# ---- design 1 ----
==> config.mk <==
export PLATFORM = sky130hd
export DESIGN_NAME = req_arbiter_8
export DESIGN_NICKNAME = d
export VERILOG_FILES = /design/src/rtl/arb_pkg.sv /design/src/rtl/prio_enc_8to3.sv /design/src/rtl/req_arbiter_8.sv
export SDC_FILE = /design/constraint.sdc
export NUM_CORES = 1
export LEC_CHECK = 0
export CAP_MARGIN = 15
export CORE_MARGIN = 2
export CORE_UTILIZATION = 35
export CTS_BUF_LIST = sky130_fd_sc_hd__clkbuf_2 sky130_fd_sc_hd__clkbuf_4 sky130_fd_sc_hd__clkbuf_8
export DETAILED_ROUTE_END_ITERATION = 6
export SLEW_MARGIN = 0
export SYNTH_ARGS = -nofsm -noshare
export SYNTH_HDL_FRONTEND = slang
export SYNTH_SLANG_ARGS = --single-unit
==> constraint.sdc <==
create_clock -name clk -period 8.51 [get_ports clk]
set_input_delay 1.702 -clock clk [delete_from_list [all_inputs] [get_ports clk]]
set_output_delay 1.702 -clock clk [all_outputs]
set_load 0.05 [all_outputs]
==> src/rtl/arb_pkg.sv <==
// Shared definitions for the 8-requester arbiter: sizes, FSM encodings and
// the request-vector rotation used by round-robin arbitration.
package arb_pkg;

    localparam int N     = 8;
    localparam int IDX_W = 3;

    typedef enum logic [0:0] {
        ST_IDLE  = 1'b0,
        ST_GRANT = 1'b1
    } arb_state_e;

    // Rotate right by amt: result bit i comes from vec[(i + amt) mod 8].
    function automatic logic [N-1:0] rotr8(input logic [N-1:0] vec,
                                           input logic [IDX_W-1:0] amt);
        logic [2*N-1:0] dbl_s;
        dbl_s = {vec, vec} >> amt;
        return dbl_s[N-1:0];
    endfunction

endpackage

==> src/rtl/prio_enc_8to3.sv <==
// 8-to-3 priority encoder, in[7] highest; idx is 0 and any is 0 for an empty input.
module prio_enc_8to3
    import arb_pkg::*;
(
    input  logic [N-1:0]     in,
    output logic [IDX_W-1:0] idx,
    output logic             any
);

    // Highest set bit wins.
    always_comb begin
        idx = 3'd0;
        casez (in)
            8'b1???_????: idx = 3'd7;
            8'b01??_????: idx = 3'd6;
            8'b001?_????: idx = 3'd5;
            8'b0001_????: idx = 3'd4;
            8'b0000_1???: idx = 3'd3;
            8'b0000_01??: idx = 3'd2;
            8'b0000_001?: idx = 3'd1;
            8'b0000_0001: idx = 3'd0;
            default:      idx = 3'd0;
        endcase
    end

    assign any = |in;

endmodule

==> src/rtl/req_arbiter_8.sv <==
// 8-requester arbiter: fixed-priority or round-robin selection, grant held until
// done, request drop or MAX_HOLD cycles, with a one-cycle timeout pulse.
module req_arbiter_8
    import arb_pkg::*;
#(
    parameter int MAX_HOLD = 16
) (
    input  logic             clk,
    input  logic             rst_b,
    input  logic [N-1:0]     req,
    input  logic             done,
    input  logic             rr_en,
    output logic [N-1:0]     gnt,
    output logic [IDX_W-1:0] gnt_idx,
    output logic             gnt_valid,
    output logic             timeout
);

    localparam int                CNT_W      = $clog2(MAX_HOLD + 1);
    localparam logic [CNT_W-1:0]  HOLD_LIMIT = CNT_W'(MAX_HOLD);

    arb_state_e       state_r, state_nx_s;
    logic [CNT_W-1:0] hold_cnt_r, hold_nx_s;
    logic [IDX_W-1:0] last_idx_r, last_nx_s;
    logic [N-1:0]     gnt_nx_s;
    logic [IDX_W-1:0] idx_nx_s;
    logic             valid_nx_s;
    logic             timeout_nx_s;

    logic [N-1:0]     enc_in_s;
    logic [IDX_W-1:0] enc_idx_s;
    logic             enc_any_s;
    logic [IDX_W-1:0] winner_s;
    logic             at_limit_s;
    logic             owner_req_s;
    logic             release_s;

    // Rotating by last_idx puts last_idx-1 on bit 7 and last_idx itself on bit 0,
    // so the plain encoder yields round-robin order; adding last_idx maps back.
    always_comb begin
        if (rr_en) begin
            enc_in_s = rotr8(req, last_idx_r);
            winner_s = enc_idx_s + last_idx_r;
        end else begin
            enc_in_s = req;
            winner_s = enc_idx_s;
        end
    end

    prio_enc_8to3 u_enc (
        .in  (enc_in_s),
        .idx (enc_idx_s),
        .any (enc_any_s)
    );

    assign at_limit_s  = (hold_cnt_r == HOLD_LIMIT);
    assign owner_req_s = req[gnt_idx];
    assign release_s   = done | ~owner_req_s | at_limit_s;

    // Next-state and next-output logic.
    always_comb begin
        state_nx_s   = state_r;
        gnt_nx_s     = gnt;
        idx_nx_s     = gnt_idx;
        valid_nx_s   = gnt_valid;
        timeout_nx_s = 1'b0;
        hold_nx_s    = hold_cnt_r;
        last_nx_s    = last_idx_r;
        case (state_r)
            ST_IDLE: begin
                if (enc_any_s) begin
                    state_nx_s = ST_GRANT;
                    gnt_nx_s   = 8'd1 << winner_s;
                    idx_nx_s   = winner_s;
                    valid_nx_s = 1'b1;
                    last_nx_s  = winner_s;
                    hold_nx_s  = CNT_W'(1);
                end else begin
                    gnt_nx_s   = 8'd0;
                    idx_nx_s   = 3'd0;
                    valid_nx_s = 1'b0;
                    hold_nx_s  = '0;
                end
            end
            ST_GRANT: begin
                if (release_s) begin
                    state_nx_s   = ST_IDLE;
                    gnt_nx_s     = 8'd0;
                    idx_nx_s     = 3'd0;
                    valid_nx_s   = 1'b0;
                    hold_nx_s    = '0;
                    timeout_nx_s = at_limit_s & ~done & owner_req_s;
                end else if (!at_limit_s) begin
                    hold_nx_s = hold_cnt_r + CNT_W'(1);
                end else begin
                    hold_nx_s = hold_cnt_r;
                end
            end
            default: begin
                state_nx_s = ST_IDLE;
                gnt_nx_s   = 8'd0;
                idx_nx_s   = 3'd0;
                valid_nx_s = 1'b0;
                hold_nx_s  = '0;
            end
        endcase
    end

    // State, counter, round-robin pointer and output registers.
    always_ff @(posedge clk or negedge rst_b) begin
        if (!rst_b) begin
            state_r    <= ST_IDLE;
            hold_cnt_r <= '0;
            last_idx_r <= 3'd0;
            gnt        <= 8'd0;
            gnt_idx    <= 3'd0;
            gnt_valid  <= 1'b0;
            timeout    <= 1'b0;
        end else begin
            state_r    <= state_nx_s;
            hold_cnt_r <= hold_nx_s;
            last_idx_r <= last_nx_s;
            gnt        <= gnt_nx_s;
            gnt_idx    <= idx_nx_s;
            gnt_valid  <= valid_nx_s;
            timeout    <= timeout_nx_s;
        end
    end

endmodule
==> design_1/met1.png <==
(6 px per um) Supply wires on this layer in gray. Cells faint in the background.
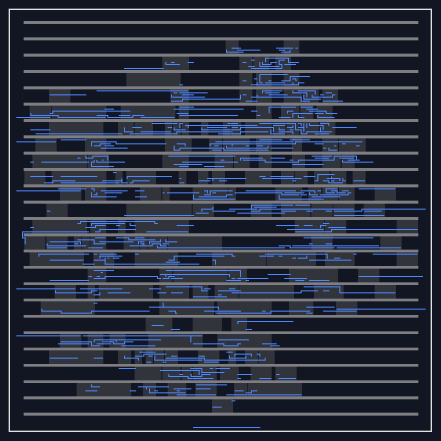
166 nets have wire on it. The wires run mostly horizontal.
met1 Usage GRT: 22.2%
final routed wirelength across all metal layers: 3770 um

==> design_1/met2.png <==
(6 px per um)
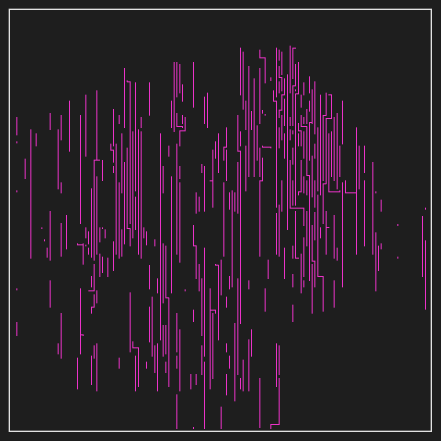
161 nets have wire on it. The longest straight run is 34.3 um. The wires run mostly vertical. The layer holds 48% of the routed length.
overall via count from detail_route: 1247
met2 Use GR: 26.3%

==> flow.log <==
[flow] final metrics
[metrics] layout cells sized above 1: 16.9%
[metrics] Logic inverters: 7
[metrics] Die Span Y: approximately 70 um
[metrics] AND-OR/OR-AND share of the synthesized area: 27.0%
[metrics] cells in synth_stat.txt: 145
[metrics] Area after DPL: 1800 um^2
[metrics] placement row count: 24
[metrics] Synth async-reset ratio: 100%
[metrics] relative slew slack: 33.8%
[metrics] GR Util met3: 3.17%
[metrics] total of fill cells in the finished design: 426
[metrics] top layer used by detailed routing: met4
[metrics] worst path arrival time: about 5.3 ns
[metrics] Largest register FFs: 8
[metrics] number of hold-slack violations in the final timing report: 0
[metrics] met2 wire length: 1820 um
[metrics] top flip-flop cell by instance count after synthesis: sky130_fd_sc_hd__dfrtp_1
[metrics] worst-path maximum fanout: 24
[metrics] clock network area share: 3.81%
[metrics] Cell Pwr Density: roughly 370 nW/um^2
[metrics] biggest area consumer among synthesized cells: sky130_fd_sc_hd__dfrtp_1
[metrics] All-Layer GR Usage: 16.4%
[metrics] clock-pin slew on the worst setup and hold paths: ~0.080 ns
[metrics] delay of the slowest cell on the worst path: 1.05 ns
[metrics] Main power group: combinational logic
[metrics] antenna violations before repair: 0
[metrics] Critical R2R Launch: last_idx_r[0]$_DFFE_PN0P_
[metrics] count of distinct cell types in the synthesized netlist: 42
[metrics] top library cells by usage in the layout, fill and taps aside: sky130_fd_sc_hd__clkdlybuf4s50_1 (24), sky130_fd_sc_hd__dfrtp_1 (22), sky130_fd_sc_hd__a22oi_1 (16), sky130_fd_sc_hd__nor2b_1 (11), sky130_fd_sc_hd__inv_1 (7)
[metrics] Top class by area: combinational gates
[metrics] result of the run: finished clean
[metrics] I/O Pins: 25
[metrics] Hold Path Stages: 2
[metrics] kind of capture point of the worst setup path: flop
[metrics] sequential portion of the cell area: 29.4%
[metrics] post-route insts no fill: ~220
[metrics] number of enable-type register cells in the synthesized netlist: 0
[metrics] synth top area cells: sky130_fd_sc_hd__dfrtp_1 (36%), sky130_fd_sc_hd__a22oi_1 (7.9%), sky130_fd_sc_hd__nor2b_1 (4.5%)
[metrics] Wirelength per Cell: 17.3 um
[metrics] proportion of power drawn by flip-flops and latches: roughly a quarter
[metrics] Top delay family on crit path: buffers and inverters
[metrics] relative contribution of the clock network to total power: 13.9%
[metrics] Die Width: 70.1 um
[metrics] leakage power: 0.762 nW
[metrics] prevailing logic family in the synthesized netlist: AND-OR/OR-AND gates
[metrics] Combinational Area: between 900 and 1000 um^2
[metrics] combinational group power: between 0.4 and 0.5 mW
[metrics] count of cells along the worst register-to-register path: 13
[metrics] Top cell area share: a little over a third
[metrics] Detailed Place HPWL: 2780 um
[metrics] Crit path buffers/inverters: 2
[metrics] final total power: approximately 0.69 mW

# ---- design 2 ----
==> src/rtl/mem_burst_responder.sv <==
// Memory-side burst responder: serves fixed-length read/write bursts from a
// single-port synchronous RAM (1-cycle read latency) behind a byte-address window.
module mem_burst_responder #(
    parameter int                  DATABITS    = 32,
    parameter int                  ADDRBITS    = 32,
    parameter int                  RAMADDRBITS = 10,
    parameter int                  BURSTLEN    = 8,
    parameter logic [ADDRBITS-1:0] BASEADDR    = '0
) (
    input  logic                   clk,
    input  logic                   reset_n,
    input  logic [ADDRBITS-1:0]    mem_addr,
    input  logic [DATABITS-1:0]    mem_in,
    input  logic                   mem_rdreq,
    input  logic                   mem_wrreq,
    output logic [DATABITS-1:0]    mem_out,
    output logic                   mem_out_valid,
    output logic [15:0]            mem_burstlen,
    output logic                   mem_err,
    output logic [RAMADDRBITS-1:0] ram_addr,
    output logic [DATABITS-1:0]    ram_wdata,
    output logic                   ram_we,
    input  logic [DATABITS-1:0]    ram_rdata
);

    typedef enum logic [2:0] {
        IDLE,
        READ,
        RDRAIN,
        WRITE,
        GAP
    } state_t;

    localparam logic [15:0] LASTWORD = 16'(BURSTLEN - 1);

    state_t                state_q, state_d;
    logic [ADDRBITS-1:0]   addr_q, addr_d;
    logic [15:0]           wordCnt_q, wordCnt_d;
    logic [DATABITS-1:0]   wdata_q, wdata_d;
    logic                  err_q, err_d;
    logic                  rdPend_q, rdOow_q;
    logic [DATABITS-1:0]   memOut_q;
    logic                  memOutValid_q;

    logic [ADDRBITS-1:0]   offset;
    logic [ADDRBITS-1:0]   wordIdx;
    logic                  inWindow;
    logic                  issuing;

    // Window test is done on the full-width word index so wrap-around below BASEADDR falls out.
    assign offset   = addr_q - BASEADDR;
    assign wordIdx  = offset >> 2;
    assign inWindow = (wordIdx >> RAMADDRBITS) == '0;
    assign issuing  = (state_q == READ) || (state_q == WRITE);

    assign ram_addr      = issuing ? wordIdx[RAMADDRBITS-1:0] : '0;
    assign ram_we        = (state_q == WRITE) && inWindow;
    assign ram_wdata     = (state_q == WRITE) ? wdata_q : '0;
    assign mem_out       = memOut_q;
    assign mem_out_valid = memOutValid_q;
    assign mem_err       = err_q;
    assign mem_burstlen  = 16'(BURSTLEN);

    always_ff @(posedge clk or negedge reset_n) begin
        if (!reset_n) begin
            state_q       <= IDLE;
            addr_q        <= '0;
            wordCnt_q     <= '0;
            wdata_q       <= '0;
            err_q         <= 1'b0;
            rdPend_q      <= 1'b0;
            rdOow_q       <= 1'b0;
            memOut_q      <= '0;
            memOutValid_q <= 1'b0;
        end else begin
            state_q       <= state_d;
            addr_q        <= addr_d;
            wordCnt_q     <= wordCnt_d;
            wdata_q       <= wdata_d;
            err_q         <= err_d;
            rdPend_q      <= (state_q == READ);
            rdOow_q       <= !inWindow;
            memOut_q      <= (rdPend_q && !rdOow_q) ? ram_rdata : '0;
            memOutValid_q <= rdPend_q;
        end
    end

    always_comb begin
        state_d   = state_q;
        addr_d    = addr_q;
        wordCnt_d = wordCnt_q;
        wdata_d   = wdata_q;
        err_d     = err_q;

        unique case (state_q)
            IDLE: begin
                wordCnt_d = '0;
                if (mem_rdreq) begin
                    addr_d  = mem_addr;
                    state_d = READ;
                    if (mem_wrreq) begin
                        err_d = 1'b1;
                    end
                end else if (mem_wrreq) begin
                    addr_d  = mem_addr;
                    wdata_d = mem_in;
                    state_d = WRITE;
                end
            end
            READ, WRITE: begin
                addr_d = addr_q + ADDRBITS'(4);
                if (!inWindow) begin
                    err_d = 1'b1;
                end
                if (state_q == WRITE) begin
                    wdata_d = mem_in;
                end
                if (wordCnt_q == LASTWORD) begin
                    wordCnt_d = '0;
                    state_d   = (state_q == READ) ? RDRAIN : GAP;
                end else begin
                    wordCnt_d = wordCnt_q + 16'd1;
                end
            end
            // Two drain cycles cover the RAM latency plus the output register.
            RDRAIN: begin
                if (wordCnt_q == 16'd1) begin
                    wordCnt_d = '0;
                    state_d   = IDLE;
                end else begin
                    wordCnt_d = wordCnt_q + 16'd1;
                end
            end
            GAP: begin
                state_d = IDLE;
            end
            default: begin
                state_d = IDLE;
            end
        endcase
    end

endmodule
==> config.mk <==
export PLATFORM = sky130hd
export DESIGN_NAME = mem_burst_responder
export DESIGN_NICKNAME = d
export VERILOG_FILES = /design/src/rtl/mem_burst_responder.sv
export SDC_FILE = /design/constraint.sdc
export NUM_CORES = 1
export LEC_CHECK = 0
export CORE_MARGIN = 1.5
export CORE_UTILIZATION = 45
export CTS_BUF_LIST = sky130_fd_sc_hd__clkbuf_8
export DETAILED_ROUTE_END_ITERATION = 12
export GPL_ROUTABILITY_DRIVEN = 0
export PLACE_DENSITY = 0.81
export RECOVER_POWER = 25
export SETUP_SLACK_MARGIN = 0.15
export SLEW_MARGIN = 20
export SYNTH_ARGS = -nofsm -noshare
export SYNTH_HDL_FRONTEND = slang
export SYNTH_SLANG_ARGS = --single-unit
==> constraint.sdc <==
create_clock -name clk -period 2.3 [get_ports clk]
set_input_delay 0.69 -clock clk [delete_from_list [all_inputs] [get_ports clk]]
set_output_delay 0.69 -clock clk [all_outputs]
set_load 0.01 [all_outputs]
==> design_2/met1.png <==
(4 px per um) Supply wires on this layer in gray. Cells faint in the background.
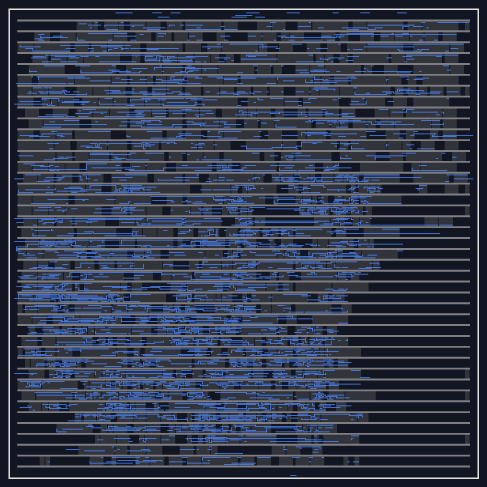
The wires run mostly horizontal. The layer carries 6700 um of wire. The layer holds 38% of the routed length. 796 nets have wire on it. The longest straight run is 32.2 um.

==> flow.log <==
[flow] final metrics
[metrics] wire length of the first global-routing pass: between 20000 and 30000 um
[metrics] capture point of the worst path: ram_we
[metrics] overall via count from detail_route: 5401
[metrics] Logic inverters: 12
[metrics] count of flip-flops and latches: 117
[metrics] pre-CTS setup slack: -0.167 ns
[metrics] top layer used by detailed routing: met4
[metrics] sequential portion of the cell area: roughly a third
[metrics] top flip-flop cell by instance count after synthesis: sky130_fd_sc_hd__dfrtp_1
[metrics] I/O Pins: between 150 and 200
[metrics] Wirelength per Cell: 17.8 um
[metrics] clkbuf count: 18
[metrics] number of endpoints failing setup at the final stage: 27
[metrics] Synth async-reset ratio: 100%
[metrics] overall chip area: 13700 um^2
[metrics] AND-OR/OR-AND share of the synthesized area: 14.0%
[metrics] final routed wirelength across all metal layers: around 17000 um
[metrics] violated checks: negative setup slack
[metrics] warning total across the stage logs: 31
[metrics] Detailed Place HPWL: 11300 um
[metrics] number of buffer cells added on primary ports: 174
[metrics] CTS H-tree depth: 4
[metrics] root buffer cell: sky130_fd_sc_hd__clkbuf_8
[metrics] setup_tns: -0.917 ns
[metrics] All-Layer GR Usage: about a quarter
[metrics] final total power: roughly 11 mW
[metrics] Critical R2R Launch: state_q[2]$_DFFE_PN0P_
[metrics] cycle use final: 105%
[metrics] layout cells sized above 1: 30.7%
[metrics] GR Util met3: around 5.9%
[metrics] met2 wire length: a little over 9000 um
[metrics] number of max-cap violations: 0
[metrics] kind of start point of the critical path: flop
[metrics] Stages on worst setup path: 5
[metrics] antenna violations before repair: 0
[metrics] most frequent cells after synthesis: sky130_fd_sc_hd__dfrtp_1 (117), sky130_fd_sc_hd__and3_1 (40), sky130_fd_sc_hd__nand2_1 (40)
[metrics] mi-comb count: 407
[metrics] count of nets left with antenna violations after detail routing: 0
[metrics] vias in the first global route: 5286
[metrics] number of hold-slack violations in the final timing report: 0
[metrics] transition time at the pin with the least slew margin: 1.05 ns
[metrics] biggest area consumer among synthesized cells: sky130_fd_sc_hd__dfrtp_1
[metrics] Fmax achieved: 414 MHz
[metrics] result of the run: finished, violations left
[metrics] post-synthesis average cell area: 10.1 um^2
[metrics] final net count: 899
[metrics] most used logic cell in the final layout: sky130_fd_sc_hd__clkdlybuf4s50_1
[metrics] final non-filler cell area: 8920 um^2
[metrics] number of enable-type register cells in the synthesized netlist: 0
[metrics] synth top area cells: sky130_fd_sc_hd__dfrtp_1 (50%), sky130_fd_sc_hd__mux2_2 (6.2%), sky130_fd_sc_hd__and3_1 (4.3%)
[metrics] Registers, synthesis: 117
[metrics] worst-case register-to-register setup slack: around 0.28 ns
[metrics] Area after DPL: between 7000 and 8000 um^2
[metrics] CP max stage cell: sky130_fd_sc_hd__dfrtp_1
[metrics] number of antenna cells inserted: 0
[metrics] Top delay family on crit path: simple AND/OR/NAND/NOR gates
[metrics] type of the worst setup path: flop to output pin
[metrics] setup clock skew after layout: 0.00599 ns
[metrics] Hold Path Class: input port to async pin
[metrics] clock tree from TritonCTS: built
[metrics] core utilization of the finished layout: 70.7%
[metrics] IR drop worst, VDD: between 900 and 1000 uV
[metrics] Die Span Y: 117 um
[metrics] yosys simple share: between 20% and 30%
[metrics] final critical-path setup slack: -0.118 ns
[metrics] amount of wire on met3 after detailed routing: 1070 um
[metrics] final hold slack: 0.331 ns
[metrics] Crit path buffers/inverters: 1

# ---- design 3 ----
`config.mk`:
```
export PLATFORM = sky130hd
export DESIGN_NAME = track_step_ctrl
export DESIGN_NICKNAME = d
export VERILOG_FILES = /design/src/rtl/track_step_ctrl.sv
export SDC_FILE = /design/constraint.sdc
export NUM_CORES = 1
export LEC_CHECK = 0
export CAP_MARGIN = 20
export CELL_PAD_IN_SITES_DETAIL_PLACEMENT = 0
export CELL_PAD_IN_SITES_GLOBAL_PLACEMENT = 1
export CORE_MARGIN = 2
export CORE_UTILIZATION = 43
export DETAILED_ROUTE_END_ITERATION = 8
export HOLD_SLACK_MARGIN = 0.12
export PLACE_DENSITY = 0.8
export SYNTH_ARGS = -nofsm -noshare
export SYNTH_HDL_FRONTEND = slang
export SYNTH_SLANG_ARGS = --single-unit
```
`constraint.sdc`:
```
create_clock -name clk -period 7.5 [get_ports clk]
set_clock_uncertainty 0.15 [all_clocks]
set_input_delay 2.25 -clock clk [delete_from_list [all_inputs] [get_ports clk]]
set_output_delay 2.25 -clock clk [all_outputs]
set_load 0.1 [all_outputs]
```
`src/rtl/track_step_ctrl.sv`:
```
// Purpose: closed-loop stepper controller that drives a motor toward an ADC target in three speed zones.
// Latency: a sample is used by the error logic one clk after its strobe; all outputs are registered (one clk).
// Backpressure: none; each strobe overwrites the held sample, and zone changes apply at the next period boundary.
module track_step_ctrl #(
    parameter int WIDTH_IN  = 12,
    parameter int WIDTH_PER = 17,
    parameter int DEADZONE  = 9,
    parameter int PER_FAST  = 800,
    parameter int PER_MID   = 39600,
    parameter int PER_SLOW  = 80000,
    parameter int PULSE_W   = 50,
    parameter int DIR_SETUP = 250
) (
    input  logic                 clk,
    input  logic                 rst,
    input  logic                 data_valid,
    input  logic                 tr_mode_enable,
    input  logic [WIDTH_IN-1:0]  x,
    input  logic [WIDTH_IN-1:0]  x0,
    input  logic [WIDTH_IN-1:0]  dx1,
    input  logic [WIDTH_IN-1:0]  dx2,
    output logic                 drv_step,
    output logic                 drv_dir,
    output logic                 drv_enable_SM,
    output logic [WIDTH_PER-1:0] period,
    output logic [1:0]           state,
    output logic [15:0]          step_count
);

    typedef enum logic [1:0] {
        S_IDLE     = 2'd0,
        S_DIR_WAIT = 2'd1,
        S_STEPPING = 2'd2,
        S_HOLD     = 2'd3
    } state_t;

    localparam logic [WIDTH_PER-1:0] P_FAST       = WIDTH_PER'(PER_FAST);
    localparam logic [WIDTH_PER-1:0] P_MID        = WIDTH_PER'(PER_MID);
    localparam logic [WIDTH_PER-1:0] P_SLOW       = WIDTH_PER'(PER_SLOW);
    localparam logic [WIDTH_PER-1:0] P_PW         = WIDTH_PER'(PULSE_W);
    localparam logic [WIDTH_PER-1:0] P_SETUP_LAST = WIDTH_PER'(DIR_SETUP - 1);
    localparam logic [WIDTH_IN-1:0]  DZ           = WIDTH_IN'(DEADZONE);

    state_t                state_q, state_d;
    logic [WIDTH_IN-1:0]   xs_q, xs_d, x0s_q, x0s_d;
    logic [WIDTH_PER-1:0]  zone_q, zone_d;
    logic [WIDTH_PER-1:0]  period_q, period_d;
    logic [WIDTH_PER-1:0]  pcnt_q, pcnt_d;
    logic [WIDTH_PER-1:0]  setup_q, setup_d;
    logic                  dir_q, dir_d;
    logic                  step_q, step_d;
    logic                  en_q, en_d;
    logic [15:0]           sc_q, sc_d;
    logic [WIDTH_IN-1:0]   dx;
    logic                  dir_tgt;

    // Capture the sample pair on each strobe; everything downstream sees only these copies.
    always_comb begin
        xs_d  = xs_q;
        x0s_d = x0s_q;
        if (data_valid) begin
            xs_d  = x;
            x0s_d = x0;
        end
    end

    // Unsigned error magnitude and the direction that would reduce it.
    always_comb begin
        if (xs_q <= x0s_q) begin
            dx      = x0s_q - xs_q;
            dir_tgt = 1'b1;
        end else begin
            dx      = xs_q - x0s_q;
            dir_tgt = 1'b0;
        end
    end

    // Zone period from the error; zero error keeps whatever zone was last chosen.
    always_comb begin
        zone_d = zone_q;
        if (dx != '0) begin
            if (dx >= dx2)      zone_d = P_FAST;
            else if (dx >= dx1) zone_d = P_MID;
            else                zone_d = P_SLOW;
        end
    end

    // Next state, counters, direction and the registered motor outputs.
    always_comb begin
        state_d  = state_q;
        pcnt_d   = pcnt_q;
        setup_d  = setup_q;
        dir_d    = dir_q;
        period_d = period_q;
        case (state_q)
            S_IDLE: begin
                if (tr_mode_enable) begin
                    state_d = S_DIR_WAIT;
                    dir_d   = dir_tgt;
                    setup_d = '0;
                end
            end
            S_DIR_WAIT: begin
                if (!tr_mode_enable) begin
                    state_d = S_IDLE;
                end else if (setup_q >= P_SETUP_LAST) begin
                    state_d  = S_STEPPING;
                    pcnt_d   = '0;
                    period_d = zone_d;
                end else begin
                    setup_d = setup_q + 1'b1;
                end
            end
            S_STEPPING: begin
                // Disable waits for the pulse to finish so a step is never truncated.
                if (!tr_mode_enable && (pcnt_q >= P_PW)) begin
                    state_d = S_IDLE;
                end else if (pcnt_q >= period_q - 1'b1) begin
                    if (dx == '0) begin
                        state_d = S_HOLD;
                    end else if (dir_tgt != dir_q) begin
                        state_d = S_DIR_WAIT;
                        dir_d   = dir_tgt;
                        setup_d = '0;
                    end else begin
                        pcnt_d   = '0;
                        period_d = zone_d;
                    end
                end else begin
                    pcnt_d = pcnt_q + 1'b1;
                end
            end
            S_HOLD: begin
                if (!tr_mode_enable) begin
                    state_d = S_IDLE;
                end else if (dx >= DZ) begin
                    state_d = S_DIR_WAIT;
                    dir_d   = dir_tgt;
                    setup_d = '0;
                end
            end
            default: state_d = S_IDLE;
        endcase

        step_d = (state_d == S_STEPPING) && (pcnt_d < P_PW);
        en_d   = (state_d == S_DIR_WAIT) || (state_d == S_STEPPING);
        sc_d   = sc_q;
        if (step_d && !step_q) begin
            sc_d = dir_q ? sc_q + 16'd1 : sc_q - 16'd1;
        end
    end

    // State register; reset dominates every other input.
    always_ff @(posedge clk) begin
        if (rst) begin
            state_q  <= S_IDLE;
            xs_q     <= '0;
            x0s_q    <= '0;
            zone_q   <= P_SLOW;
            period_q <= P_SLOW;
            pcnt_q   <= '0;
            setup_q  <= '0;
            dir_q    <= 1'b0;
            step_q   <= 1'b0;
            en_q     <= 1'b0;
            sc_q     <= '0;
        end else begin
            state_q  <= state_d;
            xs_q     <= xs_d;
            x0s_q    <= x0s_d;
            zone_q   <= zone_d;
            period_q <= period_d;
            pcnt_q   <= pcnt_d;
            setup_q  <= setup_d;
            dir_q    <= dir_d;
            step_q   <= step_d;
            en_q     <= en_d;
            sc_q     <= sc_d;
        end
    end

    assign drv_step      = step_q;
    assign drv_dir       = dir_q;
    assign drv_enable_SM = en_q;
    assign period        = period_q;
    assign state         = state_q;
    assign step_count    = sc_q;

endmodule

```
==> design_3/met3.png <==
(4 px per um) Cells faint in the background.
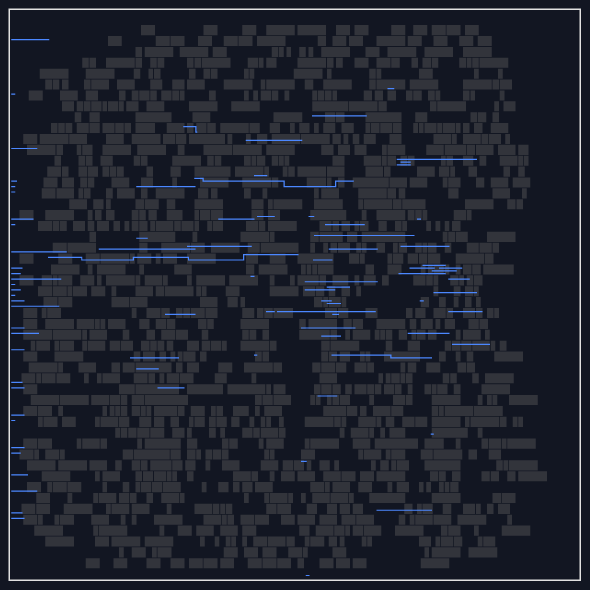
The wires run mostly horizontal. The longest straight run is 24.8 um. 68 nets have wire on it. The layer holds 3.1% of the routed length.

==> flow.log <==
[flow] final metrics
[metrics] result of the run: finished clean
[metrics] final routed wirelength across all metal layers: between 20000 and 25000 um
[metrics] Hold Path Class: flop to flop
[metrics] met2 wire length: between 10000 and 15000 um
[metrics] biggest area consumer among synthesized cells: sky130_fd_sc_hd__dfxtp_1
[metrics] pin count of the biggest net entering global routing: 50
[metrics] amount of wire on met3 after detailed routing: approximately 660 um
[metrics] total nets after synthesis: 1171
[metrics] relative contribution of the clock network to total power: 43.5%
[metrics] cells resized by post-CTS repair: 0
[metrics] share of the yosys chip area belonging to registers: 27.5%
[metrics] number of endpoints failing setup at the final stage: 0
[metrics] Die Span Y: ~140 um
[metrics] top flip-flop cell by instance count after synthesis: sky130_fd_sc_hd__dfxtp_1
[metrics] area of the placeable core: 18800 um^2
[metrics] combinational group power: 0.482 mW
[metrics] Critical R2R Launch: xs_q[0]$_SDFFE_PP0P_
[metrics] Combinational Area: 5450 um^2
[metrics] Synth async-reset ratio: 0%
[metrics] placement row count: 50
[metrics] Fmax achieved: approximately 160 MHz
[metrics] setup_tns: 0 ns
[metrics] Registers, synthesis: 113
[metrics] yosys simple share: 20.8%
[metrics] worst flop-to-flop path endpoint: step_count[15]$_SDFFE_PP0P_
[metrics] Detailed Place HPWL: 15900 um
[metrics] GR Util met3: 3.30%
[metrics] mi-comb count: 779
[metrics] final critical-path setup slack: 1.06 ns
[metrics] non-clock buffering overhead in the final layout: 9.19%
[metrics] cells in synth_stat.txt: 1027
[metrics] adder share: 14.2%
[metrics] kind of start point of the critical path: flop
[metrics] clock-pin slew on the worst setup and hold paths: about 0.05 ns
[metrics] worst-case register-to-register setup slack: 1.06 ns
[metrics] Final Wtd Congestion: between 0.8 and 0.9
[metrics] Crit path buffers/inverters: 2
[metrics] vias in the first global route: 7134
[metrics] hold bufs inserted after CTS: 0
[metrics] delay of the slowest cell on the worst path: 0.60 ns
[metrics] proportion of cell area occupied by multi-input gates: a little under three fifths
[metrics] number of DRC violations after detailed-routing iteration 0: 381
[metrics] capture point of the worst path: step_count[15]$_SDFFE_PP0P_
[metrics] top layer used by detailed routing: met4
[metrics] drt first pass iters: 4
[metrics] drt drc: 0
[metrics] Bufs on Longest Clock Path: 2
[metrics] Logic inverters: just over 90
[metrics] Hold Path Stages: 2
[metrics] post-synthesis average cell area: 8.02 um^2
[metrics] final total power: 1.99 mW
[metrics] prevailing logic family in the synthesized netlist: AND-OR/OR-AND gates
[metrics] number of antenna cells inserted: 0
[metrics] pins over their slew limit: 0
[metrics] clock buffer count from CTS: 17
[metrics] P_seq: 0.643 mW
[metrics] sequential cell area: 2260 um^2
[metrics] number of enable-type register cells in the synthesized netlist: 0
[metrics] met2 Use GR: 36.1%
[metrics] worst-skew pair later-pin latency: 0.42 ns
[metrics] Cell Pwr Density: 201 nW/um^2
[metrics] crit path time final: 6.44 ns
[metrics] total number of yosys warnings: 0
==> design_3/met1.png <==
(3 px per um) Supply wires on this layer in gray. Cells faint in the background.
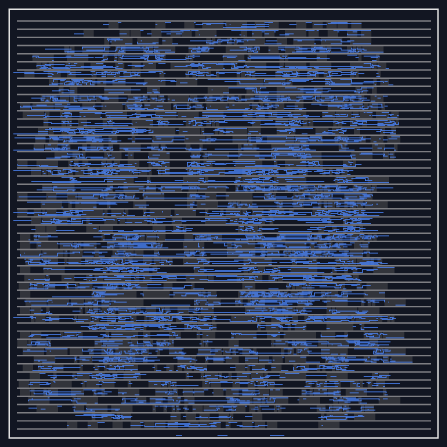
The longest straight run is 40.9 um. The layer carries 10200 um of wire. The wires run mostly horizontal.


# ---- design 4 ----
## src/rtl/ov7670_capture_scaled.sv

```systemverilog
// OV7670 capture path: assembles camera bytes into RGB565 pixels, decimates and crops them,
// and drives a frame-buffer write port with frame arming, counting and overflow reporting.
module ov7670_capture_scaled #(
   parameter int H_OUT  = 320,
   parameter int V_OUT  = 240,
   parameter int H_DEC  = 2,
   parameter int V_DEC  = 2,
   parameter int ADDR_W = 17,
   parameter int CROP_L = 0,
   parameter int CROP_R = 0,
   parameter int CROP_T = 0,
   parameter int CROP_B = 0
) (
   input  logic              pclk,
   input  logic              rst,
   input  logic              vsync,
   input  logic              href,
   input  logic [7:0]        d,
   input  logic              enable,
   input  logic              mode,
   output logic [ADDR_W-1:0] addr,
   output logic [15:0]       dout,
   output logic              we,
   output logic              frame_done,
   output logic [7:0]        frame_count,
   output logic              overflow
);

   localparam int CW = 11;
   localparam logic [3:0]        H_LAST    = 4'(H_DEC - 1);
   localparam logic [3:0]        V_LAST    = 4'(V_DEC - 1);
   localparam logic [CW-1:0]     H_LIM     = CW'(H_OUT);
   localparam logic [CW-1:0]     V_LIM     = CW'(V_OUT);
   localparam logic [ADDR_W-1:0] LINE_STEP = ADDR_W'(H_OUT);

   typedef enum logic [1:0] {IDLE, ARMED, CAPTURE, DONE} state_t;

   state_t state, state_n;
   logic   frame_start;

   logic              vsync_r, href_r, vsync_q, href_q;
   logic [7:0]        d_r, hi;
   logic              phase;
   logic [3:0]        h_mod, v_mod;
   logic [CW-1:0]     h_out, v_out;
   logic [ADDR_W-1:0] line_base;

   logic        vs_rise, href_rise, href_fall;
   logic        pix_done, keep, in_range, crop;
   logic [15:0] pix;

   assign vs_rise   = vsync_r & ~vsync_q;
   assign href_rise = href_r & ~href_q;
   assign href_fall = ~href_r & href_q;
   assign pix_done  = (state == CAPTURE) && href_r && phase;
   assign keep      = (h_mod == 4'd0) && (v_mod == 4'd0);
   assign in_range  = (h_out < H_LIM) && (v_out < V_LIM);
   assign crop      = (int'(h_out) < CROP_L) || (int'(h_out) >= H_OUT - CROP_R) ||
                      (int'(v_out) < CROP_T) || (int'(v_out) >= V_OUT - CROP_B);
   // In YUV mode the phase-0 byte is luma, expanded to a grey RGB565 value.
   assign pix       = mode ? {hi[7:3], hi[7:2], hi[7:3]} : {hi, d_r};

   always_ff @(posedge pclk or posedge rst) begin
      if (rst) state <= IDLE;
      else     state <= state_n;
   end

   // NOTE: every output of a combinational block gets a default first, so no path infers a latch.
   always_comb begin
      state_n     = state;
      frame_start = 1'b0;
      case (state)
         IDLE:    if (vs_rise && enable) begin
                     state_n     = ARMED;
                     frame_start = 1'b1;
                  end
         ARMED:   if (vs_rise)        frame_start = 1'b1;
                  else if (href_rise) state_n     = CAPTURE;
         CAPTURE: if (vs_rise)        state_n     = DONE;
         DONE:    if (enable) begin
                     state_n     = ARMED;
                     frame_start = 1'b1;
                  end else begin
                     state_n     = IDLE;
                  end
         default: state_n = IDLE;
      endcase
   end

   // NOTE: sequential state uses non-blocking assignments so every register samples pre-edge values.
   always_ff @(posedge pclk or posedge rst) begin
      if (rst) begin
         vsync_r <= 1'b0;  href_r <= 1'b0;  d_r <= '0;
         vsync_q <= 1'b0;  href_q <= 1'b0;
         phase <= 1'b0;    hi <= '0;
         h_mod <= '0;      v_mod <= '0;
         h_out <= '0;      v_out <= '0;     line_base <= '0;
         addr <= '0;       dout <= '0;      we <= 1'b0;
         frame_done <= 1'b0;  frame_count <= '0;  overflow <= 1'b0;
      end else begin
         vsync_r <= vsync;
         href_r  <= href;
         d_r     <= d;
         vsync_q <= vsync_r;
         href_q  <= href_r;
         phase   <= href_r ? ~phase : 1'b0;
         if (href_r && !phase) hi <= d_r;

         we         <= 1'b0;
         frame_done <= 1'b0;
         if (state == CAPTURE && vs_rise) begin
            frame_done  <= 1'b1;
            frame_count <= frame_count + 8'd1;
         end

         if (frame_start) begin
            h_mod <= '0;  v_mod <= '0;
            h_out <= '0;  v_out <= '0;
            line_base <= '0;
            overflow  <= 1'b0;
         end else begin
            if (href_rise) begin
               h_mod <= '0;
               h_out <= '0;
            end else if (pix_done) begin
               h_mod <= (h_mod == H_LAST) ? 4'd0 : h_mod + 4'd1;
               if (keep) begin
                  // Out-of-window pixels are dropped without moving the address.
                  if (in_range) begin
                     we    <= 1'b1;
                     addr  <= line_base + ADDR_W'(h_out);
                     dout  <= crop ? 16'h0000 : pix;
                     h_out <= h_out + 1'b1;
                  end else begin
                     overflow <= 1'b1;
                  end
               end
            end
            if (state == CAPTURE && href_fall) begin
               v_mod <= (v_mod == V_LAST) ? 4'd0 : v_mod + 4'd1;
               if (v_mod == 4'd0 && v_out < V_LIM) begin
                  v_out     <= v_out + 1'b1;
                  line_base <= line_base + LINE_STEP;
               end
            end
         end
      end
   end

endmodule

```

## config.mk

```make
export PLATFORM = sky130hd
export DESIGN_NAME = ov7670_capture_scaled
export DESIGN_NICKNAME = d
export VERILOG_FILES = /design/src/rtl/ov7670_capture_scaled.sv
export SDC_FILE = /design/constraint.sdc
export NUM_CORES = 1
export LEC_CHECK = 0
export CAP_MARGIN = 10
export CORE_AREA = 2 2 71 140
export DETAILED_ROUTE_END_ITERATION = 16
export DIE_AREA = 0 0 73 142
export GPL_ROUTABILITY_DRIVEN = 1
export GPL_TIMING_DRIVEN = 0
export PLACE_DENSITY = 0.78
export SLEW_MARGIN = 20
export SYNTH_ARGS = -nofsm -noshare
export SYNTH_HDL_FRONTEND = slang
export SYNTH_SLANG_ARGS = --single-unit
export TNS_END_PERCENT = 20
```

## constraint.sdc

```tcl
create_clock -name pclk -period 9.92 [get_ports pclk]
set_input_delay 1.488 -clock pclk [delete_from_list [all_inputs] [get_ports pclk]]
set_output_delay 1.488 -clock pclk [all_outputs]
set_load 0.01 [all_outputs]
```

==> design_4/met1.png <==
(4 px per um) Supply wires on this layer in gray. Cells faint in the background.
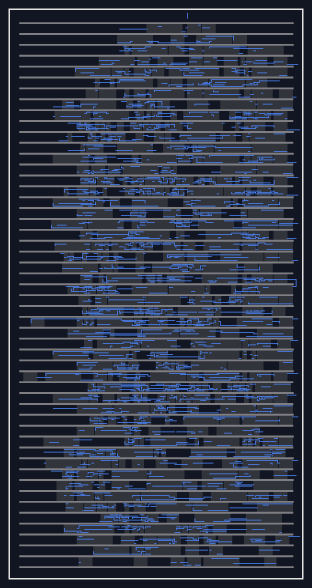
The layer holds 37% of the routed length. 479 nets have wire on it. The longest straight run is 22.5 um. The layer carries 3630 um of wire. The wires run mostly horizontal.

==> flow.log <==
[flow] final metrics
[metrics] number of enable-type register cells in the synthesized netlist: 0
[metrics] total of fill cells in the finished design: 680
[metrics] CTS H-tree depth: 3
[metrics] setup clock skew after layout: roughly 0.0062 ns
[metrics] clock buffer count from CTS: 9
[metrics] pre-CTS setup slack: 6.29 ns
[metrics] clock tree from TritonCTS: built
[metrics] Die Span Y: 142 um
[metrics] drt first pass iters: 4
[metrics] transition time at the pin with the least slew margin: 0.533 ns
[metrics] HP Start: vsync_r$_DFF_PP0_
[metrics] final net count: 531
[metrics] total number of yosys warnings: 0
[metrics] core utilization of the finished layout: 64.7%
[metrics] CP max stage cell: sky130_fd_sc_hd__clkdlybuf4s50_1
[metrics] number of instances in the synthesized netlist: 431
[metrics] clock-pin slew on the worst setup and hold paths: 0.07 ns
[metrics] number of buffer cells added on primary ports: 57
[metrics] DP Cell Count: 593
[metrics] P_seq: 0.553 mW
[metrics] setup_tns: 0 ns
[metrics] Top class by area: sequential cells
[metrics] amount of wire on met3 after detailed routing: 327 um
[metrics] CP startpoint: enable
[metrics] Bufs on Longest Clock Path: 2
[metrics] kind of start point of the critical path: input port
[metrics] top flip-flop cell by instance count after synthesis: sky130_fd_sc_hd__dfrtp_1
[metrics] worst flop-to-flop path endpoint: addr[3]$_DFFE_PP0P_
[metrics] Logic inverters: 21
[metrics] combinational group power: 0.329 mW
[metrics] type of the worst setup path: input port to flop
[metrics] Synth async-reset ratio: 100%
[metrics] clock network area share: 5.04%
[metrics] Die Width: 73 um
[metrics] kind of capture point of the worst setup path: flop
[metrics] peak-usage layer in the global routing report: met2
[metrics] result of the run: finished clean
[metrics] IR drop worst, VDD: 107 uV
[metrics] delay of the slowest cell on the worst path: 0.44 ns
[metrics] vias in the first global route: 3651
[metrics] AND-OR/OR-AND share of the synthesized area: 6.52%
[metrics] area of the mapped netlist: around 5000 um^2
[metrics] relative contribution of the clock network to total power: 29.1%
[metrics] worst-case register-to-register setup slack: 7.41 ns
[metrics] final non-filler cell area: 6030 um^2
[metrics] top library cells by usage in the layout, fill and taps aside: sky130_fd_sc_hd__dfrtp_1 (108), sky130_fd_sc_hd__clkdlybuf4s50_1 (57), sky130_fd_sc_hd__nor2_1 (39), sky130_fd_sc_hd__o21ai_0 (28), sky130_fd_sc_hd__xnor2_1 (28)
[metrics] clkbuf count: 12
[metrics] proportion of cell area occupied by multi-input gates: 35.5%
[metrics] number of endpoints failing setup at the final stage: 0
[metrics] total nets after synthesis: roughly 460
[metrics] overall chip area: 10400 um^2
[metrics] Comb pwr share: a little over a quarter
[metrics] non-clock buffering overhead in the final layout: 11.1%
[metrics] Vias/cell: 5.61
[metrics] worst-path maximum fanout: 10
[metrics] relative slew slack: 64.1%
[metrics] Top delay family on crit path: buffers and inverters
[metrics] Registers, synthesis: 108
[metrics] met2 wire length: 5470 um
[metrics] top layer used by detailed routing: met4
[metrics] drt drc: 0
[metrics] count of cells along the worst register-to-register path: 9

# ---- design 5 ----
[config.mk]
export PLATFORM = sky130hd
export DESIGN_NAME = uart_tx_arbiter
export DESIGN_NICKNAME = d
export VERILOG_FILES = /design/src/rtl/uart_tx_arbiter.sv
export SDC_FILE = /design/constraint.sdc
export NUM_CORES = 1
export LEC_CHECK = 0
export CAP_MARGIN = 20
export CORE_AREA = 2 2 77 79
export CTS_CLUSTER_DIAMETER = 100
export CTS_CLUSTER_SIZE = 20
export DETAILED_ROUTE_END_ITERATION = 16
export DIE_AREA = 0 0 79 81
export PLACE_DENSITY = 0.7
export SKIP_CTS_REPAIR_TIMING = 1
export SLEW_MARGIN = 15
export SYNTH_ARGS = -nofsm -noshare
export SYNTH_HDL_FRONTEND = slang
export SYNTH_SLANG_ARGS = --single-unit
[constraint.sdc]
create_clock -name Clk_100M -period 3.25 [get_ports Clk_100M]
set_clock_uncertainty 0.15 [all_clocks]
set_input_delay 0.8125 -clock Clk_100M [delete_from_list [all_inputs] [get_ports Clk_100M]]
set_output_delay 0.8125 -clock Clk_100M [all_outputs]
set_load 0.005 [all_outputs]
[src/rtl/uart_tx_arbiter.sv]
// uart_tx_arbiter: round-robin sharing of one UART sender
// with per-message locking and an idle hold timeout.
module uart_tx_arbiter #(
  parameter int N = 3,
  parameter int TW = 16,
  parameter logic [TW-1:0] HOLD_TIMEOUT = 16'd50000
) (
  input  logic           Clk_100M,
  input  logic           Reset,
  input  logic [N-1:0]   Req,
  input  logic [N-1:0]   Req_Last,
  input  logic [8*N-1:0] Req_Data,
  output logic [N-1:0]   Req_Ack,
  output logic [N-1:0]   Grant,
  output logic [7:0]     Tx_Data,
  output logic           Tx_Send,
  input  logic           Tx_Busy,
  output logic           Arb_Busy
);

  localparam int OW = $clog2(N);
  localparam logic [OW-1:0] LAST = OW'(N - 1);

  typedef enum logic [2:0] {
    IDLE,
    SEND,
    WAIT_START,
    WAIT_DONE,
    HOLD
  } state_t;

  state_t        state;
  state_t        state_n;
  logic [OW-1:0] owner;
  logic [OW-1:0] owner_n;
  logic [OW-1:0] rr_ptr;
  logic [OW-1:0] rr_ptr_n;
  logic [OW-1:0] pick;
  logic [OW-1:0] sel;
  logic          found;
  logic          last_r;
  logic          last_n;
  logic [TW-1:0] hold_cnt;
  logic [TW-1:0] hold_cnt_n;
  logic [N-1:0]  grant_n;
  logic [N-1:0]  ack_n;
  logic [7:0]    data_n;
  logic          send_n;

  function automatic logic [OW-1:0] inc_ptr(input logic [OW-1:0] p);
    return (p == LAST) ? '0 : p + 1'b1;
  endfunction

  function automatic logic [N-1:0] onehot(input logic [OW-1:0] p);
    logic [N-1:0] v;
    v = '0;
    v[p] = 1'b1;
    return v;
  endfunction

  // circular search for the first pending request at or after rr_ptr
  always_comb begin
    pick = '0;
    found = 1'b0;
    sel = '0;
    for (int k = N - 1; k >= 0; k--) begin
      sel = OW'((int'(rr_ptr) + k) % N);
      if (Req[sel]) begin
        pick = sel;
        found = 1'b1;
      end
    end
  end

  // next state and next values of every registered output
  always_comb begin
    state_n = state;
    owner_n = owner;
    rr_ptr_n = rr_ptr;
    last_n = last_r;
    hold_cnt_n = hold_cnt;
    grant_n = Grant;
    data_n = Tx_Data;
    send_n = 1'b0;
    ack_n = '0;
    unique case (state)
      IDLE: begin
        if (found) begin
          owner_n = pick;
          grant_n = onehot(pick);
          data_n = Req_Data[{pick, 3'b000} +: 8];
          last_n = Req_Last[pick];
          send_n = 1'b1;
          ack_n = onehot(pick);
          state_n = SEND;
        end
      end
      SEND: state_n = WAIT_START;
      WAIT_START: state_n = WAIT_DONE;
      WAIT_DONE: begin
        if (!Tx_Busy) begin
          if (last_r) begin
            grant_n = '0;
            rr_ptr_n = inc_ptr(owner);
            state_n = IDLE;
          end else begin
            hold_cnt_n = '0;
            state_n = HOLD;
          end
        end
      end
      HOLD: begin
        if (Req[owner]) begin
          data_n = Req_Data[{owner, 3'b000} +: 8];
          last_n = Req_Last[owner];
          send_n = 1'b1;
          ack_n = onehot(owner);
          state_n = SEND;
        end else if (hold_cnt == HOLD_TIMEOUT - 1'b1) begin
          grant_n = '0;
          rr_ptr_n = inc_ptr(owner);
          state_n = IDLE;
        end else begin
          hold_cnt_n = hold_cnt + 1'b1;
        end
      end
      default: state_n = IDLE;
    endcase
  end

  // state and output registers
  always_ff @(posedge Clk_100M or negedge Reset) begin
    if (!Reset) begin
      state <= IDLE;
      owner <= '0;
      rr_ptr <= '0;
      last_r <= 1'b0;
      hold_cnt <= '0;
      Grant <= '0;
      Tx_Data <= 8'h00;
      Tx_Send <= 1'b0;
      Req_Ack <= '0;
      Arb_Busy <= 1'b0;
    end else begin
      state <= state_n;
      owner <= owner_n;
      rr_ptr <= rr_ptr_n;
      last_r <= last_n;
      hold_cnt <= hold_cnt_n;
      Grant <= grant_n;
      Tx_Data <= data_n;
      Tx_Send <= send_n;
      Req_Ack <= ack_n;
      Arb_Busy <= (state_n != IDLE);
    end
  end

endmodule

==> design_5/met1.png <==
(6 px per um) Supply wires on this layer in gray. Cells faint in the background.
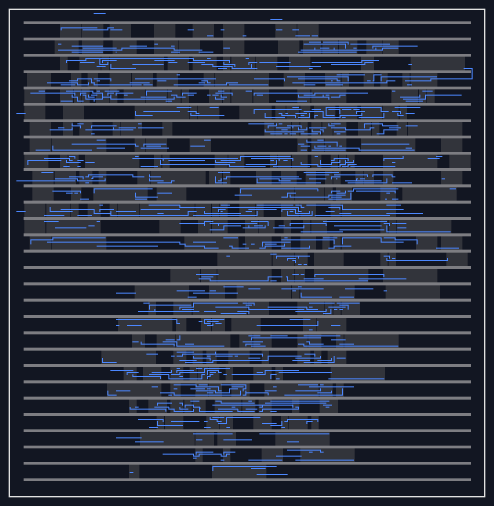
The layer holds 47% of the routed length. The longest straight run is 22.1 um. The wires run mostly horizontal. The layer carries 2300 um of wire.

==> flow.log <==
[flow] final metrics
[metrics] result of the run: finished clean
[metrics] unrepaired setup endpoints after global routing: no
[metrics] total number of tap cells: 75
[metrics] capture point of the worst path: Arb_Busy$_DFF_PN0_
[metrics] yosys xor share: 5.17%
[metrics] peak-usage layer in the global routing report: met2
[metrics] area of the placeable core: 5680 um^2
[metrics] clock buffer count from CTS: 5
[metrics] largest registers ranked by flip-flop count: hold_cnt (16), Tx_Data (8)
[metrics] pre-CTS setup slack: 0.257 ns
[metrics] leakage power: 1.21 nW
[metrics] clock tree from TritonCTS: built
[metrics] Bufs on Longest Clock Path: 2
[metrics] mi-comb count: 181
[metrics] total number of yosys warnings: 0
[metrics] adder share: ~1.7%
[metrics] top flip-flop cell by instance count after synthesis: sky130_fd_sc_hd__dfrtp_1
[metrics] CP max stage cell: sky130_fd_sc_hd__clkdlybuf4s50_1
[metrics] final hold slack: 0.328 ns
[metrics] GR Util met3: 4.33%
[metrics] CTS H-tree depth: 2
[metrics] biggest area consumer among synthesized cells: sky130_fd_sc_hd__dfrtp_1
[metrics] Top class by area: combinational gates
[metrics] Registers, synthesis: 40
[metrics] count of nets left with antenna violations after detail routing: 0
[metrics] type of the worst setup path: input port to flop
[metrics] count of distinct cell types in the synthesized netlist: 50
[metrics] worst-skew pair later-pin latency: 0.29 ns
[metrics] total of fill cells in the finished design: 554
[metrics] Critical R2R Launch: rr_ptr[0]$_DFFE_PN0P_
[metrics] Synth async-reset ratio: 100%
[metrics] warning total across the stage logs: 27
[metrics] most frequent cell after synthesis: sky130_fd_sc_hd__dfrtp_1
[metrics] Main power group: combinational logic
[metrics] largest register by flop count: hold_cnt
[metrics] clock network area share: under 10%
[metrics] Final Wtd Congestion: 0.799
[metrics] worst path arrival time: approximately 2.7 ns
[metrics] vias in the first global route: 1766
[metrics] wire length of the first global-routing pass: 8330 um
==> design_5/met2.png <==
(6 px per um)
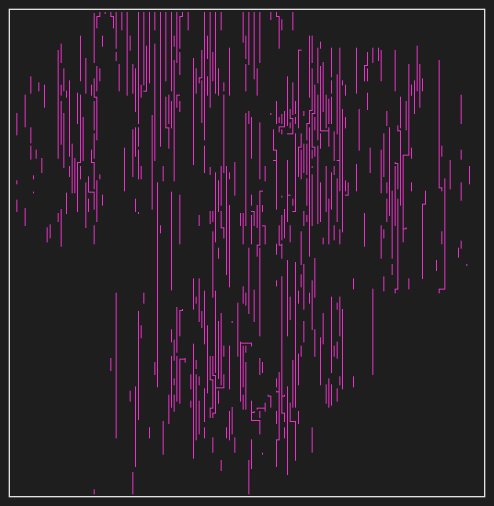
The wires run mostly vertical. The layer holds 47% of the routed length. The longest straight run is 34.0 um. 261 nets have wire on it. The layer carries 2300 um of wire.
met2 Use GR: 25.7%
overall via count from detail_route: 1846
final routed wirelength across all metal layers: 4850 um



==> layout pictures side by side <==
Metal 4.
(3 px per um) Supply wires on this layer in gray. Cells faint in the background.
(a)
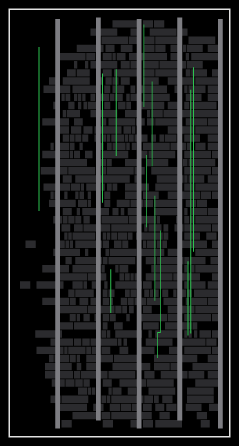
(b)
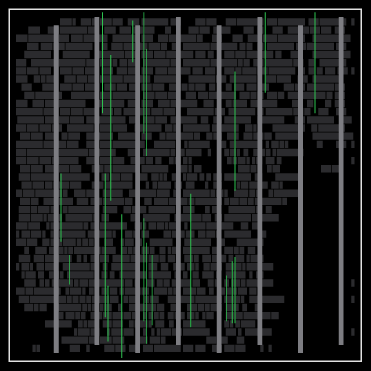
(c)
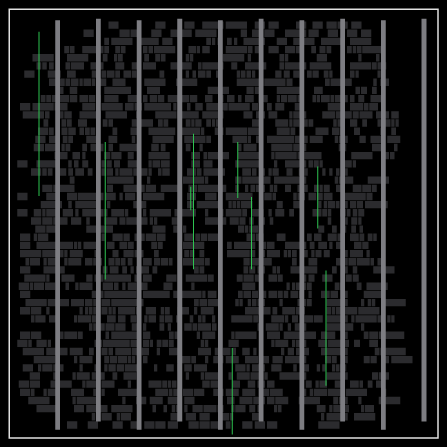
- (b) = design 2
- (a) = design 4
- (c) = design 3

Key to (b):
The wires run mostly vertical. The layer holds 3.5% of the routed length. The longest straight run is 48.3 um. 17 nets have wire on it.

Power is estimated from default activity; no workload was simulated.
